######## muldiv_ctrl_flat ########
Fig. 1: muldiv_ctrl_flat, clock wiring as the flow saved it
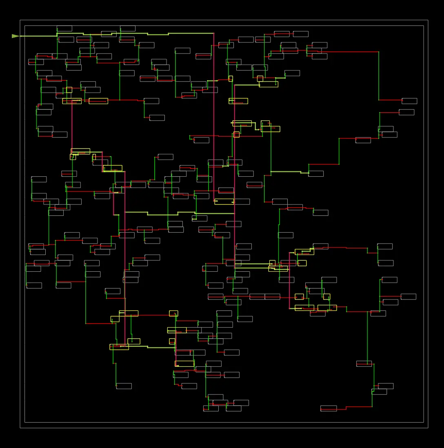
Fig. 2: muldiv_ctrl_flat, port wiring
(2 px per µm)
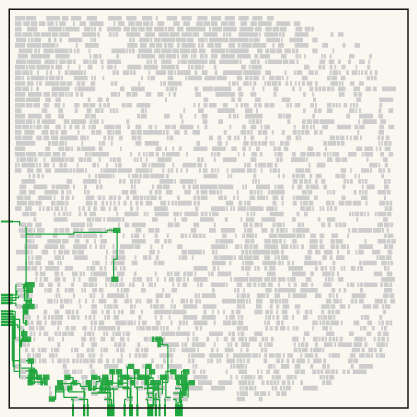
Fig. 3: muldiv_ctrl_flat, logic cells by family
(2 px per µm)
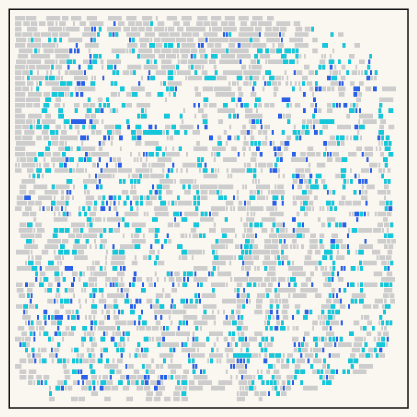
[config.mk]
export PLATFORM = sky130hd
export DESIGN_NAME = muldiv_ctrl_flat
export DESIGN_NICKNAME = d
export VERILOG_FILES = /design/src/rtl/muldiv_pkg.sv /design/src/rtl/muldiv_if.sv /design/src/rtl/muldiv_step.sv /design/src/rtl/muldiv_ctrl.sv /design/src/flat_wrapper.sv
export SDC_FILE = /design/constraint.sdc
export NUM_CORES = 1
export LEC_CHECK = 0
export CAP_MARGIN = 40
export CORE_MARGIN = 2
export CORE_UTILIZATION = 40
export DETAILED_ROUTE_END_ITERATION = 8
export GPL_TIMING_DRIVEN = 0
export SLEW_MARGIN = 30
export SYNTH_ARGS = -nofsm -noshare
export SYNTH_HDL_FRONTEND = slang
export SYNTH_SLANG_ARGS = --single-unit
[constraint.sdc]
create_clock -name clock -period 4.1 [get_ports clock]
set_input_delay 0.82 -clock clock [delete_from_list [all_inputs] [get_ports clock]]
set_output_delay 0.82 -clock clock [all_outputs]
set_load 0.1 [all_outputs]
[src/rtl/muldiv_pkg.sv]
// Shared constants and types for the multiply/divide sequencer.
// Holds the funct codes, the FSM state encoding and small operand helpers.
package muldiv_pkg;

  localparam logic [5:0] F_MULT  = 6'b011000;
  localparam logic [5:0] F_MULTU = 6'b011001;
  localparam logic [5:0] F_DIV   = 6'b011010;
  localparam logic [5:0] F_DIVU  = 6'b011011;
  localparam logic [5:0] F_MTHI  = 6'b010001;
  localparam logic [5:0] F_MTLO  = 6'b010011;
  localparam logic [5:0] F_MFHI  = 6'b010000;
  localparam logic [5:0] F_MFLO  = 6'b010010;

  typedef enum logic [1:0] {IDLE, RUN, FIX} state_t;
  typedef enum logic {OP_MUL, OP_DIV} op_cls_t;

  function automatic logic [31:0] abs32(input logic [31:0] v);
    return v[31] ? (~v + 32'd1) : v;
  endfunction

  // mult/multu/div/divu share the 0110xx pattern
  function automatic logic is_iter(input logic [5:0] f);
    return f[5:2] == 4'b0110;
  endfunction

endpackage

[src/rtl/muldiv_if.sv]
// Decoder/execute-side handshake for the multiply/divide sequencer.
// The master issues operations; the slave (muldiv_ctrl) returns status and HI/LO.
interface muldiv_if;
  logic        Md_start;
  logic [5:0]  Function_opcode;
  logic [31:0] Read_data_1;
  logic [31:0] Read_data_2;
  logic        Md_busy;
  logic        Md_done;
  logic        Div_by_zero;
  logic [31:0] Hi_out;
  logic [31:0] Lo_out;

  modport master (
    output Md_start, Function_opcode, Read_data_1, Read_data_2,
    input  Md_busy, Md_done, Div_by_zero, Hi_out, Lo_out
  );

  modport slave (
    input  Md_start, Function_opcode, Read_data_1, Read_data_2,
    output Md_busy, Md_done, Div_by_zero, Hi_out, Lo_out
  );
endinterface

[src/rtl/muldiv_step.sv]
// One iteration of shift-add multiply or restoring shift-subtract divide.
// acc holds {upper, lower} halves; for divide the new quotient bit is returned separately.
module muldiv_step
  import muldiv_pkg::*;
(
  input  logic [63:0] acc,
  input  logic [31:0] opnd,
  input  op_cls_t     op,
  output logic [63:0] acc_nxt,
  output logic        q_bit
);

  logic [32:0] sum;
  logic [32:0] rem_sh;
  logic [31:0] diff;

  always_comb begin
    acc_nxt = acc;
    q_bit   = 1'b0;
    sum     = '0;
    rem_sh  = '0;
    diff    = '0;
    if (op == OP_MUL) begin
      sum     = {1'b0, acc[63:32]} + (acc[0] ? {1'b0, opnd} : 33'd0);
      acc_nxt = {sum, acc[31:1]};
    end else begin
      // when the subtract succeeds the result is below the divisor, so 32 bits suffice
      rem_sh  = acc[63:31];
      diff    = rem_sh[31:0] - opnd;
      q_bit   = rem_sh >= {1'b0, opnd};
      acc_nxt = {(q_bit ? diff : rem_sh[31:0]), acc[30:0], 1'b0};
    end
  end

endmodule

[src/rtl/muldiv_ctrl.sv]
// Multi-cycle multiply/divide sequencer with architectural HI/LO registers.
// Iterates STEPS cycles in RUN, then applies sign fix-up and writes HI/LO in FIX.
module muldiv_ctrl
  import muldiv_pkg::*;
#(
  parameter int STEPS = 32
) (
  input  logic     clock,
  input  logic     reset,
  muldiv_if.slave  bus
);

  localparam int CW = (STEPS > 1) ? $clog2(STEPS) : 1;

  state_t        state, state_nxt;
  logic [CW-1:0] cnt;
  logic [63:0]   acc, step_acc;
  logic          step_q;
  logic [31:0]   opnd, hi, lo;
  op_cls_t       op;
  logic          sgn_res, sgn_rem, dz;
  logic          done_q, dz_q;

  logic          accept, start_div, start_sgn, rt_zero;
  logic [31:0]   rs_abs, rt_abs;
  logic [63:0]   prod_fix;
  logic [31:0]   quo_fix, rem_fix;

  assign accept    = (state == IDLE) && bus.Md_start && is_iter(bus.Function_opcode);
  assign start_div = bus.Function_opcode[1];
  assign start_sgn = ~bus.Function_opcode[0];
  assign rt_zero   = bus.Read_data_2 == 32'd0;
  assign rs_abs    = start_sgn ? abs32(bus.Read_data_1) : bus.Read_data_1;
  assign rt_abs    = start_sgn ? abs32(bus.Read_data_2) : bus.Read_data_2;

  assign prod_fix  = sgn_res ? (~acc + 64'd1) : acc;
  assign quo_fix   = sgn_res ? (~acc[31:0] + 32'd1) : acc[31:0];
  assign rem_fix   = sgn_rem ? (~acc[63:32] + 32'd1) : acc[63:32];

  muldiv_step u_step (
    .acc     (acc),
    .opnd    (opnd),
    .op      (op),
    .acc_nxt (step_acc),
    .q_bit   (step_q)
  );

  always_comb begin
    state_nxt = state;
    case (state)
      IDLE: if (accept) state_nxt = (start_div && rt_zero) ? FIX : RUN;
      RUN:  if (cnt == CW'(STEPS - 1)) state_nxt = FIX;
      FIX:  state_nxt = IDLE;
      default: state_nxt = IDLE;
    endcase
  end

  always_ff @(posedge clock) begin
    if (reset) state <= IDLE;
    else       state <= state_nxt;
  end

  always_ff @(posedge clock) begin
    if (reset) begin
      cnt     <= '0;
      acc     <= '0;
      opnd    <= '0;
      op      <= OP_MUL;
      sgn_res <= 1'b0;
      sgn_rem <= 1'b0;
      dz      <= 1'b0;
      hi      <= '0;
      lo      <= '0;
      done_q  <= 1'b0;
      dz_q    <= 1'b0;
    end else begin
      done_q <= 1'b0;
      dz_q   <= 1'b0;
      case (state)
        IDLE: begin
          if (accept) begin
            cnt     <= '0;
            op      <= start_div ? OP_DIV : OP_MUL;
            sgn_res <= start_sgn & (bus.Read_data_1[31] ^ bus.Read_data_2[31]);
            sgn_rem <= start_sgn & bus.Read_data_1[31];
            dz      <= start_div & rt_zero;
            // divide-by-zero keeps raw rs in the low half so FIX can return it in HI
            if (start_div) begin
              acc  <= {32'd0, rt_zero ? bus.Read_data_1 : rs_abs};
              opnd <= rt_abs;
            end else begin
              acc  <= {32'd0, rt_abs};
              opnd <= rs_abs;
            end
          end else if (bus.Md_start && bus.Function_opcode == F_MTHI) begin
            hi <= bus.Read_data_1;
          end else if (bus.Md_start && bus.Function_opcode == F_MTLO) begin
            lo <= bus.Read_data_1;
          end
        end
        RUN: begin
          acc <= step_acc | {63'd0, step_q};
          cnt <= cnt + 1'b1;
        end
        FIX: begin
          done_q <= 1'b1;
          dz_q   <= dz;
          if (dz) begin
            hi <= acc[31:0];
            lo <= '1;
          end else if (op == OP_MUL) begin
            hi <= prod_fix[63:32];
            lo <= prod_fix[31:0];
          end else begin
            hi <= rem_fix;
            lo <= quo_fix;
          end
        end
        default: ;
      endcase
    end
  end

  assign bus.Md_busy     = state != IDLE;
  assign bus.Md_done     = done_q;
  assign bus.Div_by_zero = dz_q;
  assign bus.Hi_out      = hi;
  assign bus.Lo_out      = lo;

endmodule

[src/flat_wrapper.sv]
// flat-port wrapper written by rule: the top's interface ports become plain ports
module muldiv_ctrl_flat import muldiv_pkg::*;
#(
  parameter int STEPS = 32
)
  (clock, reset, bus_Md_start, bus_Function_opcode, bus_Read_data_1, bus_Read_data_2, bus_Md_busy, bus_Md_done, bus_Div_by_zero, bus_Hi_out, bus_Lo_out);
  muldiv_if bus_i ();
  input  logic clock;
  input  logic reset;
  input wire logic [$bits(bus_i.Md_start)-1:0] bus_Md_start;
  input wire logic [$bits(bus_i.Function_opcode)-1:0] bus_Function_opcode;
  input wire logic [$bits(bus_i.Read_data_1)-1:0] bus_Read_data_1;
  input wire logic [$bits(bus_i.Read_data_2)-1:0] bus_Read_data_2;
  output wire logic [$bits(bus_i.Md_busy)-1:0] bus_Md_busy;
  output wire logic [$bits(bus_i.Md_done)-1:0] bus_Md_done;
  output wire logic [$bits(bus_i.Div_by_zero)-1:0] bus_Div_by_zero;
  output wire logic [$bits(bus_i.Hi_out)-1:0] bus_Hi_out;
  output wire logic [$bits(bus_i.Lo_out)-1:0] bus_Lo_out;
  assign bus_i.Md_start = bus_Md_start;
  assign bus_i.Function_opcode = bus_Function_opcode;
  assign bus_i.Read_data_1 = bus_Read_data_1;
  assign bus_i.Read_data_2 = bus_Read_data_2;
  assign bus_Md_busy = bus_i.Md_busy;
  assign bus_Md_done = bus_i.Md_done;
  assign bus_Div_by_zero = bus_i.Div_by_zero;
  assign bus_Hi_out = bus_i.Hi_out;
  assign bus_Lo_out = bus_i.Lo_out;
  muldiv_ctrl #(.STEPS(STEPS)) u_core (.clock(clock), .reset(reset), .bus(bus_i));
endmodule
==> ci_impl_report.md <==
### Flow metrics

| Metric | Value |
|---|---|
| CP bufs+invs | `1` |
| Simple share | `21.7%` |
| Initial antenna violation count | `2` |
| Endpoint class of the critical path | `flop` |
| Share of cells above drive strength 1 | `6.77%` |
| Iteration-0 DRC Markers | `2,004` |
| Internal power | `2870 µW` |
| ANT cells | `0` |
| Final min period | `3.93 ns` |
| Mapped cell area | `15,100 µm²` |
| Worst reg2reg startpoint | `u_core.acc[10]` |
| Crit-path cells | `clkbuf_1 -> or4_1 -> nor3_1 -> nand4b_1 -> o31ai_4 -> o21ai_0 -> xnor2_1 -> nor2_1 -> a211oi_1 -> nor4_1` |
| GRT Util Overall | `39.4%` |
| Cells after Synth | `2,126` |
| Post-Synth AOI/OAI Area | `28.7%` |
| Setup WS pre-CTS | `-0.425 ns` |
| Syn_nets | `2,271` |
| Drt first pass iters | `5` |
| Status | `completed` |
| RePlAce Congestion | `1.01` |
| Distinct lib cells used | `75` |
| Synth warn | `0` |
| Dpl cell area | `18,200 µm²` |
| List of most frequent post-synthesis cells | `a21oi_1, nor2_1, nand2_1, dfxtp_1, o21ai_0` |
| Chip height | `199 µm` |
| Area share, top type | `22.9%` |
| Main flop type | `dfxtp_1` |
| Most frequent cell after synthesis | `a21oi_1` |
| CP Capture Point | `u_core.bus.Hi_out[14]` |
| Design Power | `4510 µW` |
| CTS resizes | `8` |
| Post-Route Utilization | `50.5%` |
About Fig. 1:
clock latency (worst-skew pair): 0.48 ns
clk_skew: 0.0236 ns
total CTS buffers: 17

About Fig. 2:
- `bus_Read_data_2`: green (direction input; edge 21 bottom, 11 left; end cells 69; buffers 32; wire 1,030 µm)
Ports: 140
IO buf count: 129

About Fig. 3:
- nor cells: blue (cells 347; where all over the die)
- aoi and oai cells: cyan (cells 641; where all over the die)
Finished Layout Cells: 2,873
most used logic cell in the final layout: a21oi_1
fraction of area in multi-input gates: 57.4%

[power groups by stage]
stage / Clock [µW] / Combinational (µW) / Sequential, µW
2_1_floorplan: 0 / 608 / 1770
3_3_place_gp: 0 / 1040 / 1750
3_5_place_dp: 0 / 1050 / 1750
4_1_cts: 1670 / 1060 / 1720
5_1_grt: 1730 / 1170 / 1720
6_report: 1670 / 1120 / 1720
[routing by layer]
layer  vias to the layer above  routed length, µm  part of all wire [%]  track usage, %
met1                      8722              31900                    41            50.9
li1                       8132                  -                     -               -
met4                         4               4960                   6.3            21.4
met3                       241               7330                   9.4            7.80
met2                      1037              33900                    43            61.6
met5                         -                 21                 0.027               0
[logic make-up after synthesis]
kind of cell             Yosys count
AND/OR/NAND/NOR                  708
AND-OR/OR-AND                    693
buffers and inverters            233
XOR/XNOR                         194
flip-flops                       173
adder cells (fa/ha/maj)           72
multiplexers                      53
[area by class of cell]
type                    count  area [µm²]  area share (%)
plain buffers             164         643            3.40
flip-flops and latches    173        3470            18.3
well taps                 511         639            3.38
multi-input cells        1720       10900            57.4
repair buffers            205        2490            13.1
clock buffers              18         429            2.27
inverters                  68         255            1.35
clock inverters            14         131           0.694

######## busmatrix_arb_param ########
Fig. 4: busmatrix_arb_param, logic cells by family
(6 px per µm)
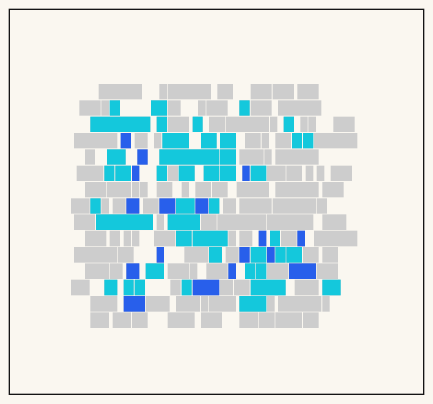
Fig. 5: busmatrix_arb_param, cell density map
(4 px per µm) 7 x 6 tiles, from dark purple (low) to yellow (high), 0 to 100% covered.
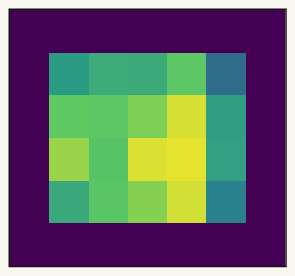
===== config.mk =====
export PLATFORM = sky130hd
export DESIGN_NAME = busmatrix_arb_param
export DESIGN_NICKNAME = d
export VERILOG_FILES = /design/src/rtl/busmatrix_arb_pkg.sv /design/src/rtl/busmatrix_arb_beat_cnt.sv /design/src/rtl/busmatrix_arb_param.sv
export SDC_FILE = /design/constraint.sdc
export NUM_CORES = 1
export LEC_CHECK = 0
export CAP_MARGIN = 15
export CORE_ASPECT_RATIO = 0.9
export CORE_MARGIN = 10
export CORE_UTILIZATION = 50
export DETAILED_ROUTE_END_ITERATION = 12
export GPL_TIMING_DRIVEN = 0
export MAX_ROUTING_LAYER = met4
export PLACE_DENSITY = 0.79
export SLEW_MARGIN = 5
export SYNTH_ARGS = -nofsm -noshare
export SYNTH_HDL_FRONTEND = slang
export SYNTH_SLANG_ARGS = --single-unit

===== constraint.sdc =====
create_clock -name HCLK -period 2.95 [get_ports HCLK]
set_clock_uncertainty 0.1 [all_clocks]
set_input_delay 0.885 -clock HCLK [delete_from_list [all_inputs] [get_ports HCLK]]
set_output_delay 0.885 -clock HCLK [all_outputs]
set_load 0.03 [all_outputs]

===== src/rtl/busmatrix_arb_pkg.sv =====
// Shared definitions for the bus-matrix output-stage arbiter:
// AHB transfer/burst encodings, arbitration policy codes and the burst
// length helper used by the beat counter.
package busmatrix_arb_pkg;

   typedef enum logic [1:0] {
      HTRANS_IDLE   = 2'b00,
      HTRANS_BUSY   = 2'b01,
      HTRANS_NONSEQ = 2'b10,
      HTRANS_SEQ    = 2'b11
   } htrans_e;

   localparam logic [2:0] HBURST_SINGLE = 3'b000;
   localparam logic [2:0] HBURST_INCR   = 3'b001;
   localparam logic [2:0] HBURST_WRAP4  = 3'b010;
   localparam logic [2:0] HBURST_INCR4  = 3'b011;
   localparam logic [2:0] HBURST_WRAP8  = 3'b100;
   localparam logic [2:0] HBURST_INCR8  = 3'b101;
   localparam logic [2:0] HBURST_WRAP16 = 3'b110;
   localparam logic [2:0] HBURST_INCR16 = 3'b111;

   localparam int ARB_FIXED = 0;
   localparam int ARB_RR    = 1;

   // Width of the remaining-beats counter (longest burst is 16 beats).
   localparam int BEAT_W = 4;

   // Beats still to come after the NONSEQ of a fixed-length burst.
   // Undefined-length (INCR) and SINGLE transfers need no protection.
   function automatic logic [BEAT_W-1:0] burst_beats(input logic [2:0] hburst);
      logic [BEAT_W-1:0] beats;
      case (hburst)
         HBURST_WRAP4,  HBURST_INCR4:  beats = 4'd3;
         HBURST_WRAP8,  HBURST_INCR8:  beats = 4'd7;
         HBURST_WRAP16, HBURST_INCR16: beats = 4'd15;
         default:                      beats = 4'd0;
      endcase
      return beats;
   endfunction

endpackage


===== src/rtl/busmatrix_arb_beat_cnt.sv =====
// Remaining-beat counter for the address phase currently muxed onto the
// slave. It tells the arbiter when a fixed-length burst must not be
// re-arbitrated. The hold flag is dropped on the edge that ends the burst
// (last SEQ, IDLE or deselect) so that edge can already re-arbitrate.
module busmatrix_arb_beat_cnt
   import busmatrix_arb_pkg::*;
#(
   parameter int BURST_HOLD = 1
) (
   input  logic       clk_i,
   input  logic       rst_ni,
   input  logic       hready_i,
   input  logic       hsel_i,
   input  logic [1:0] htrans_i,
   input  logic [2:0] hburst_i,
   output logic       hold_o
);

   logic [BEAT_W-1:0] beats_q;
   logic [BEAT_W-1:0] beats_d;

   // Next counter value: load on NONSEQ, count SEQ beats, freeze on BUSY
   // or a stalled slave, clear on IDLE/deselect (early termination).
   always_comb begin
      beats_d = beats_q;
      if ((BURST_HOLD != 0) && hready_i) begin
         if (!hsel_i || (htrans_i == HTRANS_IDLE)) begin
            beats_d = '0;
         end else if (htrans_i == HTRANS_NONSEQ) begin
            beats_d = burst_beats(hburst_i);
         end else if ((htrans_i == HTRANS_SEQ) && (beats_q != '0)) begin
            beats_d = beats_q - BEAT_W'(1);
         end
      end
   end

   // Counter register; reset aborts any burst in progress.
   always_ff @(posedge clk_i) begin
      if (!rst_ni) begin
         beats_q <= '0;
      end else begin
         beats_q <= beats_d;
      end
   end

   // Burst still running and not finishing on this edge.
   assign hold_o = (beats_q != '0) && (beats_d != '0);

endmodule


===== src/rtl/busmatrix_arb_param.sv =====
// Output-stage arbiter for one slave port of the AHB bus matrix. Picks
// which input stage drives the slave, with fixed-priority or round-robin
// policy, locked-transfer and fixed-length burst protection, and a
// registered one-hot grant alongside the encoded port index.
module busmatrix_arb_param
   import busmatrix_arb_pkg::*;
#(
   parameter int NUM_PORTS  = 5,
   parameter int ARB_MODE   = 0,
   parameter int BURST_HOLD = 1,
   localparam int PORT_W    = $clog2(NUM_PORTS)
) (
   input  logic                 HCLK,
   input  logic                 HRESETn,
   input  logic [NUM_PORTS-1:0] req_port,
   input  logic                 HREADYM,
   input  logic                 HSELM,
   input  logic [1:0]           HTRANSM,
   input  logic [2:0]           HBURSTM,
   input  logic                 HMASTLOCKM,
   output logic [PORT_W-1:0]    addr_in_port,
   output logic                 no_port,
   output logic [NUM_PORTS-1:0] grant_onehot
);

   logic [PORT_W-1:0]    addr_q;
   logic [PORT_W-1:0]    addr_d;
   logic                 no_port_q;
   logic                 no_port_d;
   logic [NUM_PORTS-1:0] grant_q;
   logic [NUM_PORTS-1:0] grant_d;
   logic [PORT_W-1:0]    rr_last_q;
   logic [PORT_W-1:0]    rr_last_d;

   logic                 burst_hold;
   logic                 cur_active;
   logic                 found;
   logic [PORT_W-1:0]    cand;

   // The muxed address phase only counts as the owner's if a port is granted.
   assign cur_active = !no_port_q && HSELM && (HTRANSM != HTRANS_IDLE);

   busmatrix_arb_beat_cnt #(
      .BURST_HOLD (BURST_HOLD)
   ) u_beat_cnt (
      .clk_i    (HCLK),
      .rst_ni   (HRESETn),
      .hready_i (HREADYM),
      .hsel_i   (HSELM),
      .htrans_i (HTRANSM),
      .hburst_i (HBURSTM),
      .hold_o   (burst_hold)
   );

   // Candidate search: lowest index for fixed priority, or the first
   // requester after the last winner for round-robin.
   always_comb begin
      found = 1'b0;
      cand  = addr_q;
      if (ARB_MODE == ARB_RR) begin
         if (cur_active) begin
            found = 1'b1;
            cand  = addr_q;
         end else begin
            for (int k = 1; k <= NUM_PORTS; k++) begin
               if (!found && req_port[PORT_W'((int'(rr_last_q) + k) % NUM_PORTS)]) begin
                  found = 1'b1;
                  cand  = PORT_W'((int'(rr_last_q) + k) % NUM_PORTS);
               end
            end
         end
      end else begin
         for (int i = NUM_PORTS - 1; i >= 0; i--) begin
            if (req_port[i] || (cur_active && (addr_q == PORT_W'(i)))) begin
               found = 1'b1;
               cand  = PORT_W'(i);
            end
         end
      end
   end

   // Grant decision in priority order: lock, burst, policy, keep while
   // selected, otherwise release the slave. Index is kept on release.
   always_comb begin
      addr_d    = addr_q;
      no_port_d = no_port_q;
      if (HMASTLOCKM) begin
         addr_d    = addr_q;
         no_port_d = no_port_q;
      end else if (burst_hold) begin
         addr_d    = addr_q;
         no_port_d = no_port_q;
      end else if (found) begin
         addr_d    = cand;
         no_port_d = 1'b0;
      end else if (HSELM) begin
         addr_d    = addr_q;
         no_port_d = no_port_q;
      end else begin
         no_port_d = 1'b1;
      end
   end

   // One-hot decode of the next grant and round-robin pointer update.
   always_comb begin
      grant_d = '0;
      for (int i = 0; i < NUM_PORTS; i++) begin
         grant_d[i] = !no_port_d && (addr_d == PORT_W'(i));
      end
      rr_last_d = rr_last_q;
      if (!no_port_d && (no_port_q || (addr_d != addr_q))) begin
         rr_last_d = addr_d;
      end
   end

   // Arbiter state; only advances when the slave completes a transfer.
   always_ff @(posedge HCLK) begin
      if (!HRESETn) begin
         addr_q    <= '0;
         no_port_q <= 1'b1;
         grant_q   <= '0;
         rr_last_q <= PORT_W'(NUM_PORTS - 1);
      end else if (HREADYM) begin
         addr_q    <= addr_d;
         no_port_q <= no_port_d;
         grant_q   <= grant_d;
         rr_last_q <= rr_last_d;
      end
   end

   assign addr_in_port = addr_q;
   assign no_port      = no_port_q;
   assign grant_onehot = grant_q;

endmodule


==> ci_impl_report.md <==
### Flow metrics

| Metric | Value |
|---|---|
| Distinct lib cells used | `54` |
| Destination of the worst hold path | `grant_onehot[2]` |
| Dpl cell area | `1310 µm²` |
| Worst reg2reg startpoint | `u_beat_cnt.beats_q[1]` |
| CTS tree | `yes` |
| List of most frequent post-synthesis cells | `nand2_1, dfxtp_1, a21oi_1, nor2_1, o21ai_0` |
| Pleak | `0.000569 µW` |
| Chip height | `63.9 µm` |
| Status | `completed` |
| Min-delay src | `grant_onehot[2]` |
| DR top layer | `met4` |
| IO buf count | `21` |
| CTS Buffer Depth | `2` |
| Clock latency (worst-skew pair) | `0.28 ns` |
| Synthesis-to-finish area growth | `41.9%` |
| Met3 Use GR | `1.57%` |
| Largest net degree at the start of global routing | `11` |
| Cells after Synth | `131` |
| Cell Pwr Density | `336 nW/µm²` |
| Total CTS buffers | `3` |
| Share of cells above drive strength 1 | `27.2%` |
| Log Warnings | `27` |
| CP Capture Point | `grant_onehot[4]` |
| Main flop type | `dfxtp_1` |
| RePlAce Congestion | `0.850` |
| Synth Seq Share | `24.3%` |
| Via Count | `1,217` |
About Fig. 4:
- nor cells: blue (cells 17)
- aoi and oai cells: cyan (cells 44)
most used logic cell in the final layout: nand2_1
Finished Layout Cells: 194
fraction of area in multi-input gates: 52.6%

About Fig. 5:
- densest ninth of the die: centre
- fullest tile: 96%
- mean over tiles: 34%
- nearly empty tiles: 52%
- tiles over 75% full: 19%
- emptiest ninth of the die: upper right
Pre-Place Util: 54.4%
CORE AREA: 1970 µm²
Post-Route Utilization: 77.2%

[cell usage in the layout (no fill, tap or decap), types with 4 or more instances in the layout]
master,n
o21ai_0,6
buf_4,14
nand2_1,15
buf_6,4
a21oi_1,10
dlymetal6s2s_1,4
dfxtp_1,12
inv_1,6
clkdlybuf4s50_1,12
o211ai_1,6
nor2_1,7
[kinds of logic after synthesis]
group | after synthesis
and+or+nand+nor | 51
muxes | 3
DFF | 13
AOI/OAI and AO/OA | 49
adders and majority gates | 1
buffers and inverters | 14
[registers in the layout, indices dropped and copies added (netlist names)]
register / count
grant_onehot: 5
addr_in_port: 3
no_port: 1
u_beat_cnt.beats_q: 4
[area by class of cell]
class                           instances  area [µm²]  area share [%]
Multi-Input combinational cell        104         801            52.6
Timing Repair Buffer                   34         313            20.6
Sequential cell                        13         262            17.2
Buffer                                  8        66.3            4.36
Tap cell                               25        31.3            2.06
Clock buffer                            4        26.3            1.73
Inverter                                6        22.5            1.48
[power by group]
group / leakage (µW) / internal, µW / total [µW] / switching [µW]
sequential: 0.000106 / 184 / 192 / 8.71
clock: 0.0000150 / 52.5 / 119 / 66.7
combinational: 0.000448 / 92.9 / 199 / 106
total: 0.000569 / 329 / 511 / 182

######## mips_multicycle_ctrl ########
Fig. 6: mips_multicycle_ctrl, sequential cells coloured by netlist name
(6 px per µm) Other sequential cells in the stronger grey, the rest of the logic in the fainter grey.
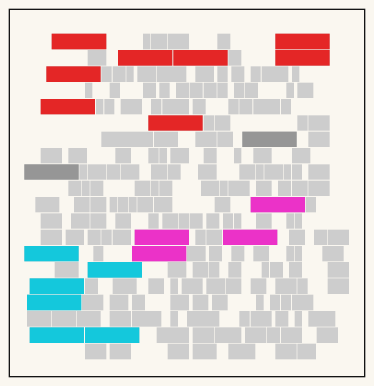
$ cat src/rtl/mips_multicycle_ctrl.sv
// Main control FSM for the multi-cycle MIPS datapath: Moore-decoded datapath
// controls, memory-ready handshake and a per-state wait watchdog.
module mips_multicycle_ctrl #(
    parameter int unsigned WAIT_LIMIT = 15
) (
    input  logic       clk,
    input  logic       reset,
    input  logic [5:0] opcode,
    input  logic       mem_ready,
    output logic       pc_write,
    output logic       pc_write_cond,
    output logic       i_or_d,
    output logic       mem_write,
    output logic       ir_write,
    output logic       reg_write,
    output logic       mem_to_reg,
    output logic       reg_dst,
    output logic       alu_src_a,
    output logic [1:0] alu_src_b,
    output logic [1:0] alu_op,
    output logic [1:0] pc_src,
    output logic       zero_extend,
    output logic       illegal_op,
    output logic       mem_timeout,
    output logic [3:0] state
);

    typedef enum logic [3:0] {
        S_FETCH  = 4'd0,  S_DECODE = 4'd1,  S_MEMADR = 4'd2,  S_MEMRD = 4'd3,
        S_MEMWB  = 4'd4,  S_MEMWR  = 4'd5,  S_EXEC   = 4'd6,  S_ALUWB = 4'd7,
        S_BRANCH = 4'd8,  S_IMMEX  = 4'd9,  S_IMMWB  = 4'd10, S_JUMP  = 4'd11
    } state_t;

    localparam logic [5:0] OP_R    = 6'b000000;
    localparam logic [5:0] OP_LW   = 6'b100011;
    localparam logic [5:0] OP_SW   = 6'b101011;
    localparam logic [5:0] OP_BEQ  = 6'b000100;
    localparam logic [5:0] OP_ADDI = 6'b001000;
    localparam logic [5:0] OP_ANDI = 6'b001100;
    localparam logic [5:0] OP_ORI  = 6'b001101;
    localparam logic [5:0] OP_J    = 6'b000010;
    localparam logic [7:0] W_LIMIT = 8'(WAIT_LIMIT);

    state_t     r_state;
    state_t     w_next;
    logic [5:0] r_op;
    logic [7:0] r_wcnt;
    logic [7:0] w_wcnt_next;
    logic       r_illegal;
    logic       r_timeout;
    logic       w_dec_illegal;
    logic       w_wait_state;
    logic       w_abort;
    logic       w_imm_zx;

    assign w_wait_state = (r_state == S_FETCH) || (r_state == S_MEMRD) || (r_state == S_MEMWR);
    assign w_abort      = w_wait_state && !mem_ready && (W_LIMIT != 8'd0) && (r_wcnt == W_LIMIT);
    assign w_imm_zx     = (r_op == OP_ANDI) || (r_op == OP_ORI);

    assign illegal_op  = r_illegal;
    assign mem_timeout = r_timeout;
    assign state       = r_state;

    // Next-state decode; an abort always lands back in FETCH.
    always_comb begin
        w_next        = S_FETCH;
        w_dec_illegal = 1'b0;
        case (r_state)
            S_FETCH: begin
                if (w_abort)        w_next = S_FETCH;
                else if (mem_ready) w_next = S_DECODE;
                else                w_next = S_FETCH;
            end
            S_DECODE: begin
                case (opcode)
                    OP_R:                    w_next = S_EXEC;
                    OP_LW, OP_SW:            w_next = S_MEMADR;
                    OP_BEQ:                  w_next = S_BRANCH;
                    OP_ADDI, OP_ANDI, OP_ORI: w_next = S_IMMEX;
                    OP_J:                    w_next = S_JUMP;
                    default: begin
                        w_next        = S_FETCH;
                        w_dec_illegal = 1'b1;
                    end
                endcase
            end
            S_MEMADR: begin
                if (r_op == OP_SW) w_next = S_MEMWR;
                else               w_next = S_MEMRD;
            end
            S_MEMRD: begin
                if (w_abort)        w_next = S_FETCH;
                else if (mem_ready) w_next = S_MEMWB;
                else                w_next = S_MEMRD;
            end
            S_MEMWR: begin
                if (w_abort || mem_ready) w_next = S_FETCH;
                else                      w_next = S_MEMWR;
            end
            S_EXEC:  w_next = S_ALUWB;
            S_IMMEX: w_next = S_IMMWB;
            default: w_next = S_FETCH;
        endcase
    end

    // Watchdog counter restarts whenever a state is (re)entered.
    always_comb begin
        w_wcnt_next = r_wcnt;
        if (w_abort || (w_next != r_state)) begin
            w_wcnt_next = 8'd0;
        end else if (w_wait_state && !mem_ready && (r_wcnt != 8'hFF)) begin
            w_wcnt_next = r_wcnt + 8'd1;
        end else begin
            w_wcnt_next = r_wcnt;
        end
    end

    // Moore output decode, held at zero while reset is asserted.
    always_comb begin
        pc_write      = 1'b0;
        pc_write_cond = 1'b0;
        i_or_d        = 1'b0;
        mem_write     = 1'b0;
        ir_write      = 1'b0;
        reg_write     = 1'b0;
        mem_to_reg    = 1'b0;
        reg_dst       = 1'b0;
        alu_src_a     = 1'b0;
        alu_src_b     = 2'b00;
        alu_op        = 2'b00;
        pc_src        = 2'b00;
        zero_extend   = 1'b0;
        if (reset) begin
            pc_write = 1'b0;
        end else begin
            case (r_state)
                S_DECODE: alu_src_b = 2'b11;
                S_MEMADR: begin
                    alu_src_a = 1'b1;
                    alu_src_b = 2'b10;
                end
                S_MEMRD: i_or_d = 1'b1;
                S_MEMWB: begin
                    reg_write  = 1'b1;
                    mem_to_reg = 1'b1;
                end
                S_MEMWR: begin
                    i_or_d    = 1'b1;
                    mem_write = 1'b1;
                end
                S_EXEC: begin
                    alu_src_a = 1'b1;
                    alu_op    = 2'b10;
                end
                S_ALUWB: begin
                    reg_write = 1'b1;
                    reg_dst   = 1'b1;
                end
                S_BRANCH: begin
                    alu_src_a     = 1'b1;
                    alu_op        = 2'b01;
                    pc_src        = 2'b01;
                    pc_write_cond = 1'b1;
                end
                S_IMMEX: begin
                    alu_src_a   = 1'b1;
                    alu_src_b   = 2'b10;
                    alu_op      = w_imm_zx ? 2'b11 : 2'b00;
                    zero_extend = w_imm_zx;
                end
                S_IMMWB: begin
                    reg_write   = 1'b1;
                    zero_extend = w_imm_zx;
                end
                S_JUMP: begin
                    pc_src   = 2'b10;
                    pc_write = 1'b1;
                end
                // FETCH and the unused encodings 12-15
                default: begin
                    alu_src_b = 2'b01;
                    ir_write  = mem_ready;
                    pc_write  = mem_ready;
                end
            endcase
        end
    end

    // State, latched opcode, watchdog and event pulse registers.
    always_ff @(posedge clk or posedge reset) begin
        if (reset) begin
            r_state   <= S_FETCH;
            r_op      <= 6'd0;
            r_wcnt    <= 8'd0;
            r_illegal <= 1'b0;
            r_timeout <= 1'b0;
        end else begin
            r_state   <= w_next;
            if (r_state == S_DECODE) r_op <= opcode;
            r_wcnt    <= w_wcnt_next;
            r_illegal <= w_dec_illegal;
            r_timeout <= w_abort;
        end
    end

endmodule

$ cat config.mk
export PLATFORM = sky130hd
export DESIGN_NAME = mips_multicycle_ctrl
export DESIGN_NICKNAME = d
export VERILOG_FILES = /design/src/rtl/mips_multicycle_ctrl.sv
export SDC_FILE = /design/constraint.sdc
export NUM_CORES = 1
export LEC_CHECK = 0
export ABC_CLOCK_PERIOD_IN_PS = 2700
export CAP_MARGIN = 25
export CORE_AREA = 2 2 57 59
export DETAILED_ROUTE_END_ITERATION = 12
export DIE_AREA = 0 0 59 61
export PLACE_DENSITY_LB_ADDON = 0.12
export SLEW_MARGIN = 20
export SYNTH_ARGS = -nofsm -noshare
export SYNTH_HDL_FRONTEND = slang
export SYNTH_SLANG_ARGS = --single-unit
$ cat constraint.sdc
create_clock -name clk -period 2.7 [get_ports clk]
set_input_delay 0.54 -clock clk [delete_from_list [all_inputs] [get_ports clk]]
set_output_delay 0.54 -clock clk [all_outputs]
set_load 0.01 [all_outputs]
==> ci_impl_report.md <==
### Flow metrics

| Metric | Value |
|---|---|
| Status | `completed` |
| Row count | `20` |
| Main flop type | `dfrtp_1` |
| CORE AREA | `2950 µm²` |
| ANT cells | `0` |
| Design Power | `1480 µW` |
| Nets | `213` |
| Cells after Synth | `167` |
| R2R Setup Slk | `0.60 ns` |
| Clock-pin slew on the worst setup and hold paths | `0.11 ns` |
| Final TNS setup | `0 ns` |
| First-pass GRT wire length | `5960 µm` |
| Synth Seq Share | `34.4%` |
| Dpl cell area | `1840 µm²` |
| GRT Util Overall | `21.4%` |
| Most frequent cell after synthesis | `dfrtp_1` |
| Chip height | `61 µm` |
| DR top layer | `met4` |
| Period utilization | `97.1%` |
| Hold_ws | `0.414 ns` |
| Mapped cell area | `1460 µm²` |
| CTS Sinks | `20` |
| M1 WL | `1720 µm` |
| Largest net degree at the start of global routing | `21` |
| Syn_nets | `177` |
| H-tree depth | `1` |
| CTS tree | `yes` |
| Unrepaired setup endpoints after global routing | `yes` |
| Critical Path RT | `2.16 ns` |
| Count of final setup violators | `0` |
| Grt total ovfl | `0` |
About Fig. 6:
- `r_wcnt`: red (sequential cells 8)
- `state`: magenta (sequential cells 4)
- `r_op`: cyan (sequential cells 6; where lower left)
- not coloured: 2
Seq/total area: 26.3%
Flop area: 500 µm²
Post-Route Utilization: 64.5%

## sequential cells by signal, indices dropped and copies added (netlist names)
signal,flops
illegal_op,1
mem_timeout,1
state,4
r_op,6
r_wcnt,8
## layout make-up
class                           count  area [µm²]  area share, %
Multi-Input combinational cell    131         906           47.5
Sequential cell                    20         500           26.3
Inverter                            3        11.3          0.591
Clock buffer                        4        36.3           1.90
Tap cell                           33        41.3           2.17
Timing Repair Buffer               44         410           21.5
## worst paths after layout
kind / start / endpoint / cells past startpoint
max in group asynchronous: reset / r_wcnt[1] / 3
hold / removal: reset / state[2] / 3
hold reg to reg: r_op[4] / r_op[4] / 1
setup / recovery: state[3] / reg_write / 4
min in group clk: r_op[4] / r_op[4] / 1
setup reg to reg: state[1] / r_wcnt[6] / 7
## power breakdown
group          leakage (µW)  switching [µW]  internal, µW
Clock             0.0000210            94.0          82.4
Combinational      0.000507             444           414
Sequential         0.000262            69.3           379
Total              0.000790             608           875
## timing repair
action | 4_1_cts | 5_1_grt
endpoints found under the hold margin | 0 | 0
setup endpoints to repair | 4 | 5
pin swaps | 0 | 0
resized | 13 | 6

######## axi_burst_master ########
`config.mk`:
```
export PLATFORM = sky130hd
export DESIGN_NAME = axi_burst_master
export DESIGN_NICKNAME = d
export VERILOG_FILES = /design/src/rtl/axi_pkg.sv /design/src/rtl/axi_burst_master.sv
export SDC_FILE = /design/constraint.sdc
export NUM_CORES = 2
export LEC_CHECK = 0
export CORE_AREA = 2 2 526 528
export CTS_BUF_LIST = sky130_fd_sc_hd__clkbuf_8
export CTS_CLUSTER_SIZE = 10
export DETAILED_ROUTE_END_ITERATION = 16
export DIE_AREA = 0 0 528 530
export GPL_TIMING_DRIVEN = 0
export SYNTH_ARGS = -nofsm -noshare
export SYNTH_HDL_FRONTEND = slang
export SYNTH_SLANG_ARGS = --single-unit
```
`constraint.sdc`:
```
create_clock -name clk -period 3.04 [get_ports clk]
set_clock_uncertainty 0.1 [all_clocks]
set_input_delay 0.304 -clock clk [delete_from_list [all_inputs] [get_ports clk]]
set_output_delay 0.304 -clock clk [all_outputs]
set_load 0.03 [all_outputs]
```
`src/rtl/axi_pkg.sv`:
```
// axi_pkg: shared AXI4 encodings, master FSM states and burst geometry helpers.
package axi_pkg;

    typedef enum logic [1:0] {
        FIXED = 2'b00,
        INCR  = 2'b01,
        WRAP  = 2'b10
    } t_axi_burst;

    localparam logic [1:0] OKAY   = 2'b00;
    localparam logic [1:0] EXOKAY = 2'b01;
    localparam logic [1:0] SLVERR = 2'b10;
    localparam logic [1:0] DECERR = 2'b11;

    typedef enum logic [2:0] {
        ST_IDLE,
        ST_RADDR,
        ST_RDATA,
        ST_WADDR,
        ST_WDATA,
        ST_WRESP
    } t_master_state;

    // Number of data beats needed to move one block
    function automatic int unsigned burst_beats(input int unsigned block_width,
                                                input int unsigned data_width);
        return block_width / data_width;
    endfunction

    // AxSIZE encoding for a given beat width in bits
    function automatic int unsigned burst_size(input int unsigned data_width);
        return $clog2(data_width / 8);
    endfunction

endpackage

```
`src/rtl/axi_burst_master.sv`:
```
// axi_burst_master: AXI4 INCR burst initiator for cache line fills and dirty write-backs.
// Build macro AXI_MASTER_RESP_CHECK_EN enables error reporting on o_error
// (non-OKAY responses or R_LAST not on the final beat); otherwise o_error is 0.
module axi_burst_master
    import axi_pkg::*;
#(
    parameter int unsigned AXI_ADDR_WIDTH = 64,
    parameter int unsigned AXI_DATA_WIDTH = 32,
    parameter int unsigned BLOCK_WIDTH    = 512
) (
    input  logic                        clk,
    input  logic                        arstn,
    input  logic                        i_start_read,
    input  logic                        i_start_write,
    input  logic [AXI_ADDR_WIDTH-1:0]   i_addr,
    input  logic [BLOCK_WIDTH-1:0]      i_data,
    output logic [BLOCK_WIDTH-1:0]      o_data,
    output logic                        o_done,
    output logic                        o_busy,
    output logic                        o_error,
    output logic                        AR_VALID,
    input  logic                        AR_READY,
    output logic [AXI_ADDR_WIDTH-1:0]   AR_ADDR,
    output logic [7:0]                  AR_LEN,
    output logic [2:0]                  AR_SIZE,
    output logic [1:0]                  AR_BURST,
    output logic [2:0]                  AR_PROT,
    input  logic [AXI_DATA_WIDTH-1:0]   R_DATA,
    input  logic [1:0]                  R_RESP,
    input  logic                        R_LAST,
    input  logic                        R_VALID,
    output logic                        R_READY,
    output logic                        AW_VALID,
    input  logic                        AW_READY,
    output logic [AXI_ADDR_WIDTH-1:0]   AW_ADDR,
    output logic [7:0]                  AW_LEN,
    output logic [2:0]                  AW_SIZE,
    output logic [1:0]                  AW_BURST,
    output logic [2:0]                  AW_PROT,
    output logic [AXI_DATA_WIDTH-1:0]   W_DATA,
    output logic [AXI_DATA_WIDTH/8-1:0] W_STRB,
    output logic                        W_LAST,
    output logic                        W_VALID,
    input  logic                        W_READY,
    input  logic [1:0]                  B_RESP,
    input  logic                        B_VALID,
    output logic                        B_READY
);

    localparam int unsigned BEATS = burst_beats(BLOCK_WIDTH, AXI_DATA_WIDTH);
    localparam int unsigned CW    = $clog2(BEATS) + 1;
    localparam int unsigned OFF   = $clog2(BLOCK_WIDTH / 8);
    localparam logic [CW-1:0] LAST_CNT = CW'(BEATS - 1);
    localparam logic [CW-1:0] MAX_CNT  = CW'(BEATS);
    localparam logic [AXI_ADDR_WIDTH-1:0] ADDR_MASK = {AXI_ADDR_WIDTH{1'b1}} << OFF;
    localparam logic [7:0] LEN  = 8'(BEATS - 1);
    localparam logic [2:0] SIZE = 3'(burst_size(AXI_DATA_WIDTH));

    t_master_state             state_q;
    logic [CW-1:0]             cnt_q;
    logic [AXI_ADDR_WIDTH-1:0] addr_q;
    logic [BLOCK_WIDTH-1:0]    blk_q, blk_d, rdata_q;
    logic [AXI_DATA_WIDTH-1:0] wbeat_d;
    logic done_q, busy_q, arvalid_q, rready_q, awvalid_q, wvalid_q, bready_q;
    logic r_hs, w_hs, b_hs;

    assign r_hs = rready_q & R_VALID;
    assign w_hs = wvalid_q & W_READY;
    assign b_hs = bready_q & B_VALID;

    // Block buffer next value: write block captured at start, read beats merged by slot
    always_comb begin
        blk_d = blk_q;
        if (state_q == ST_IDLE && i_start_write) begin
            blk_d = i_data;
        end else if (r_hs) begin
            // beats past the last slot match nothing and are dropped
            for (int unsigned b = 0; b < BEATS; b++) begin
                if (cnt_q == CW'(b)) blk_d[b*AXI_DATA_WIDTH +: AXI_DATA_WIDTH] = R_DATA;
            end
        end
    end

    // Current write beat selected from the latched block by the beat counter
    always_comb begin
        wbeat_d = '0;
        for (int unsigned b = 0; b < BEATS; b++) begin
            if (cnt_q == CW'(b)) wbeat_d = blk_q[b*AXI_DATA_WIDTH +: AXI_DATA_WIDTH];
        end
    end

    // Transaction sequencer: handshake outputs, beat counter, address and read result
    always_ff @(posedge clk or negedge arstn) begin
        if (!arstn) begin
            state_q   <= ST_IDLE;
            cnt_q     <= '0;
            addr_q    <= '0;
            blk_q     <= '0;
            rdata_q   <= '0;
            done_q    <= 1'b0;
            busy_q    <= 1'b0;
            arvalid_q <= 1'b0;
            rready_q  <= 1'b0;
            awvalid_q <= 1'b0;
            wvalid_q  <= 1'b0;
            bready_q  <= 1'b0;
        end else begin
            blk_q  <= blk_d;
            done_q <= 1'b0;
            case (state_q)
                ST_IDLE: begin
                    if (i_start_write) begin
                        addr_q    <= i_addr & ADDR_MASK;
                        awvalid_q <= 1'b1;
                        busy_q    <= 1'b1;
                        state_q   <= ST_WADDR;
                    end else if (i_start_read) begin
                        addr_q    <= i_addr & ADDR_MASK;
                        arvalid_q <= 1'b1;
                        busy_q    <= 1'b1;
                        state_q   <= ST_RADDR;
                    end
                end
                ST_RADDR: begin
                    if (AR_READY) begin
                        arvalid_q <= 1'b0;
                        rready_q  <= 1'b1;
                        cnt_q     <= '0;
                        state_q   <= ST_RDATA;
                    end
                end
                ST_RDATA: begin
                    if (r_hs) begin
                        if (cnt_q != MAX_CNT) cnt_q <= cnt_q + CW'(1);
                        if (R_LAST) begin
                            rready_q <= 1'b0;
                            busy_q   <= 1'b0;
                            done_q   <= 1'b1;
                            rdata_q  <= blk_d;
                            state_q  <= ST_IDLE;
                        end
                    end
                end
                ST_WADDR: begin
                    if (AW_READY) begin
                        awvalid_q <= 1'b0;
                        wvalid_q  <= 1'b1;
                        cnt_q     <= '0;
                        state_q   <= ST_WDATA;
                    end
                end
                ST_WDATA: begin
                    if (w_hs) begin
                        cnt_q <= cnt_q + CW'(1);
                        if (cnt_q == LAST_CNT) begin
                            wvalid_q <= 1'b0;
                            bready_q <= 1'b1;
                            state_q  <= ST_WRESP;
                        end
                    end
                end
                ST_WRESP: begin
                    if (b_hs) begin
                        bready_q <= 1'b0;
                        busy_q   <= 1'b0;
                        done_q   <= 1'b1;
                        state_q  <= ST_IDLE;
                    end
                end
                default: state_q <= ST_IDLE;
            endcase
        end
    end

`ifdef AXI_MASTER_RESP_CHECK_EN
    logic err_q;

    // Sticky per-transaction error, cleared when the next request is accepted
    always_ff @(posedge clk or negedge arstn) begin
        if (!arstn) begin
            err_q <= 1'b0;
        end else if (state_q == ST_IDLE && (i_start_write || i_start_read)) begin
            err_q <= 1'b0;
        end else if (r_hs && (R_RESP != OKAY || R_LAST != (cnt_q == LAST_CNT))) begin
            err_q <= 1'b1;
        end else if (b_hs && B_RESP != OKAY) begin
            err_q <= 1'b1;
        end
    end

    assign o_error = err_q;
`else
    logic unused_resp;
    assign unused_resp = ^{R_RESP, B_RESP};
    assign o_error     = 1'b0;
`endif

    assign o_data   = rdata_q;
    assign o_done   = done_q;
    assign o_busy   = busy_q;

    assign AR_VALID = arvalid_q;
    assign AR_ADDR  = addr_q;
    assign AR_LEN   = LEN;
    assign AR_SIZE  = SIZE;
    assign AR_BURST = INCR;
    assign AR_PROT  = '0;
    assign R_READY  = rready_q;

    assign AW_VALID = awvalid_q;
    assign AW_ADDR  = addr_q;
    assign AW_LEN   = LEN;
    assign AW_SIZE  = SIZE;
    assign AW_BURST = INCR;
    assign AW_PROT  = '0;
    assign W_DATA   = wbeat_d;
    assign W_STRB   = '1;
    assign W_LAST   = wvalid_q && (cnt_q == LAST_CNT);
    assign W_VALID  = wvalid_q;
    assign B_READY  = bready_q;

endmodule

```
Fig. 7: axi_burst_master, sequential cells coloured by netlist name
(1 px per µm) Other sequential cells in the stronger grey, the rest of the logic in the fainter grey.
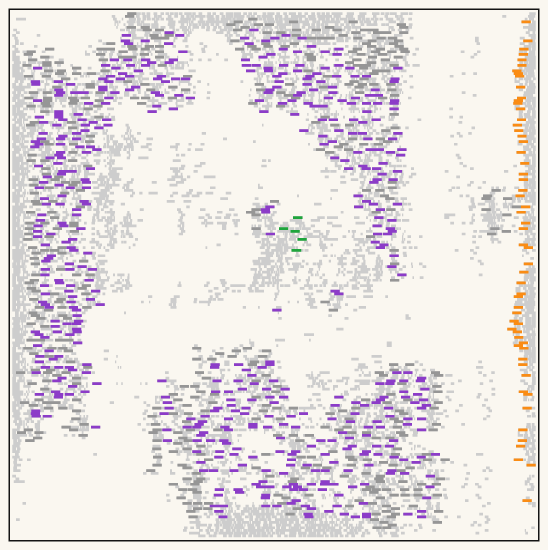
- `AR_ADDR`: orange (sequential cells 58; where a column on the right)
- `blk_q`: purple (sequential cells 512; where all over the die)
- `cnt_q`: green (sequential cells 5; where centre)
Seq. pwr: 28,900 µW
Seq/total area: 32.2%
Flop area: 27,500 µm²

==> ci_impl_report.md <==
### Flow metrics

| Metric | Value |
|---|---|
| Period utilization | `149%` |
| HP Class | `input port to asynchronous set/reset pin` |
| Cell Pwr Density | `1070 nW/µm²` |
| Logic area | `24,700 µm²` |
| Postcts setup bufs | `61` |
| Comb. pwr | `46,900 µW` |
| Hold_ws | `-0.853 ns` |
| PnR worst setup slack | `-1.48 ns` |
| Count of final setup violators | `49` |
| Area-dominant class | `sequential cells` |
| Pre-Place Util | `18.8%` |
| R2R Setup Slk | `-0.08 ns` |
| Clock network power share | `16.5%` |
| ANT cells | `41` |
| H-tree depth | `4` |
| Crit path max-delay family | `AND-OR/OR-AND gates` |
| Maximum VDD drop | `0.000574 V` |
| Critical path depth | `11` |
| Finished Layout Cells | `10,600` |
| CORE AREA | `275,000 µm²` |
| Non-clock buffer share | `28.6%` |
| Pleak | `0.0354 µW` |
| Simple share | `7.76%` |
| Failing checks | `hold timing, setup timing` |
| Status | `finished with violations` |
| Worst reg2reg startpoint | `cnt_q[1]` |
| Final hold violations | `327` |
Fig. 8: axi_burst_master, port wiring
(1 px per µm)
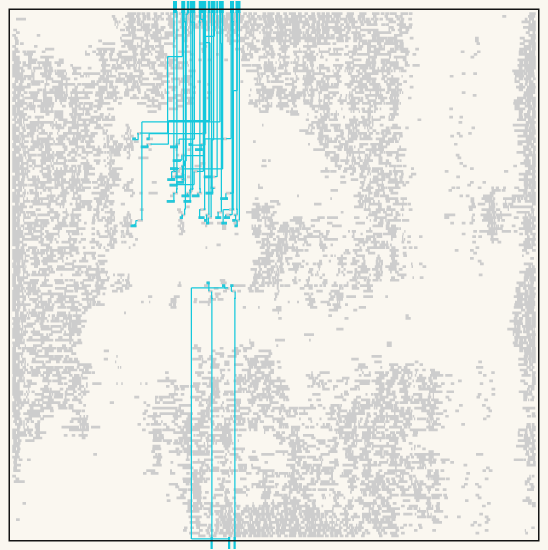
- `W_DATA`: cyan (direction output; edge 29 top, 3 bottom; end cells 32; buffers 32; wire 6,480 µm)
Ports: 1,339
IO buf count: 1,279

[Yosys cell counts, drive strengths merged, types with 28 or more instances]
| cell | n | area share (%) |
|---|---|---|
| mux2 | 571 | 12 |
| buf | 373 | 4.5 |
| dfrtp | 1097 | 53 |
| o221ai | 30 | 0.51 |
| nand2 | 663 | 4.8 |
| mux2i | 512 | 9.9 |
| nor2 | 89 | 0.85 |
| nor2b | 45 | 0.55 |
| o22ai | 56 | 0.68 |
| clkbuf | 107 | 0.80 |
| a21oi | 110 | 1.1 |
| nand3 | 28 | 0.37 |
| a22oi | 42 | 0.61 |
| o21ai | 620 | 6.1 |
[sequential cells by signal, summed over array words and instances (netlist names)]
signal / cells
AW_VALID: 1
o_done: 1
cnt_q: 5
AR_VALID: 1
o_busy: 1
W_VALID: 1
blk_q: 512
R_READY: 1
o_data: 512
state_q: 3
AR_ADDR: 58
B_READY: 1
[routing by layer]
layer / GRT usage, % / part of all wire (%) / wire (µm)
met1: 31.8 / 38 / 153000
met2: 44.7 / 46 / 183000
met3: 7.27 / 7.8 / 31600
met4: 20.0 / 8.5 / 34400
met5: 0 / 0.045 / 182


==> layout pictures side by side <==
Clock wiring as the flow saved it.
Plate I
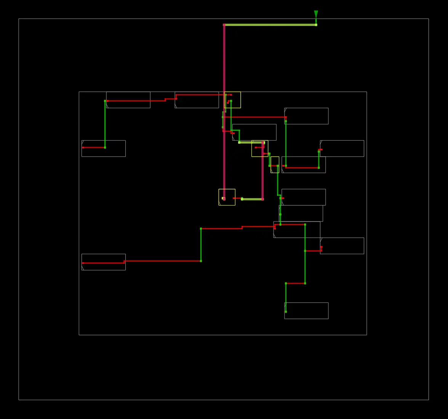
Plate II
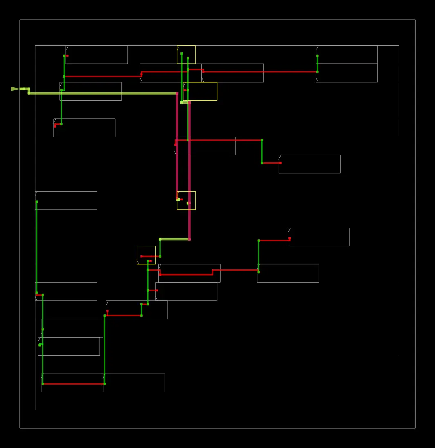
Plate III
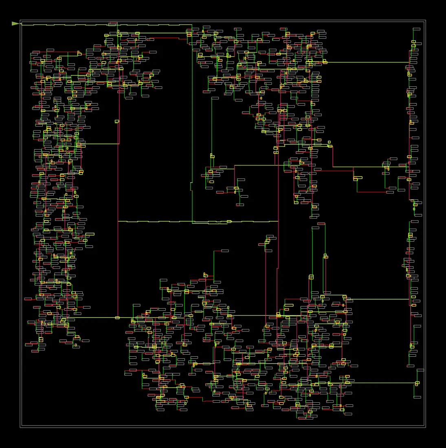
The one with the most sequential cells is Plate III.
Plate II -> mips_multicycle_ctrl
Plate III -> axi_burst_master
Plate I -> busmatrix_arb_param

Power is estimated from default activity; no workload was simulated.
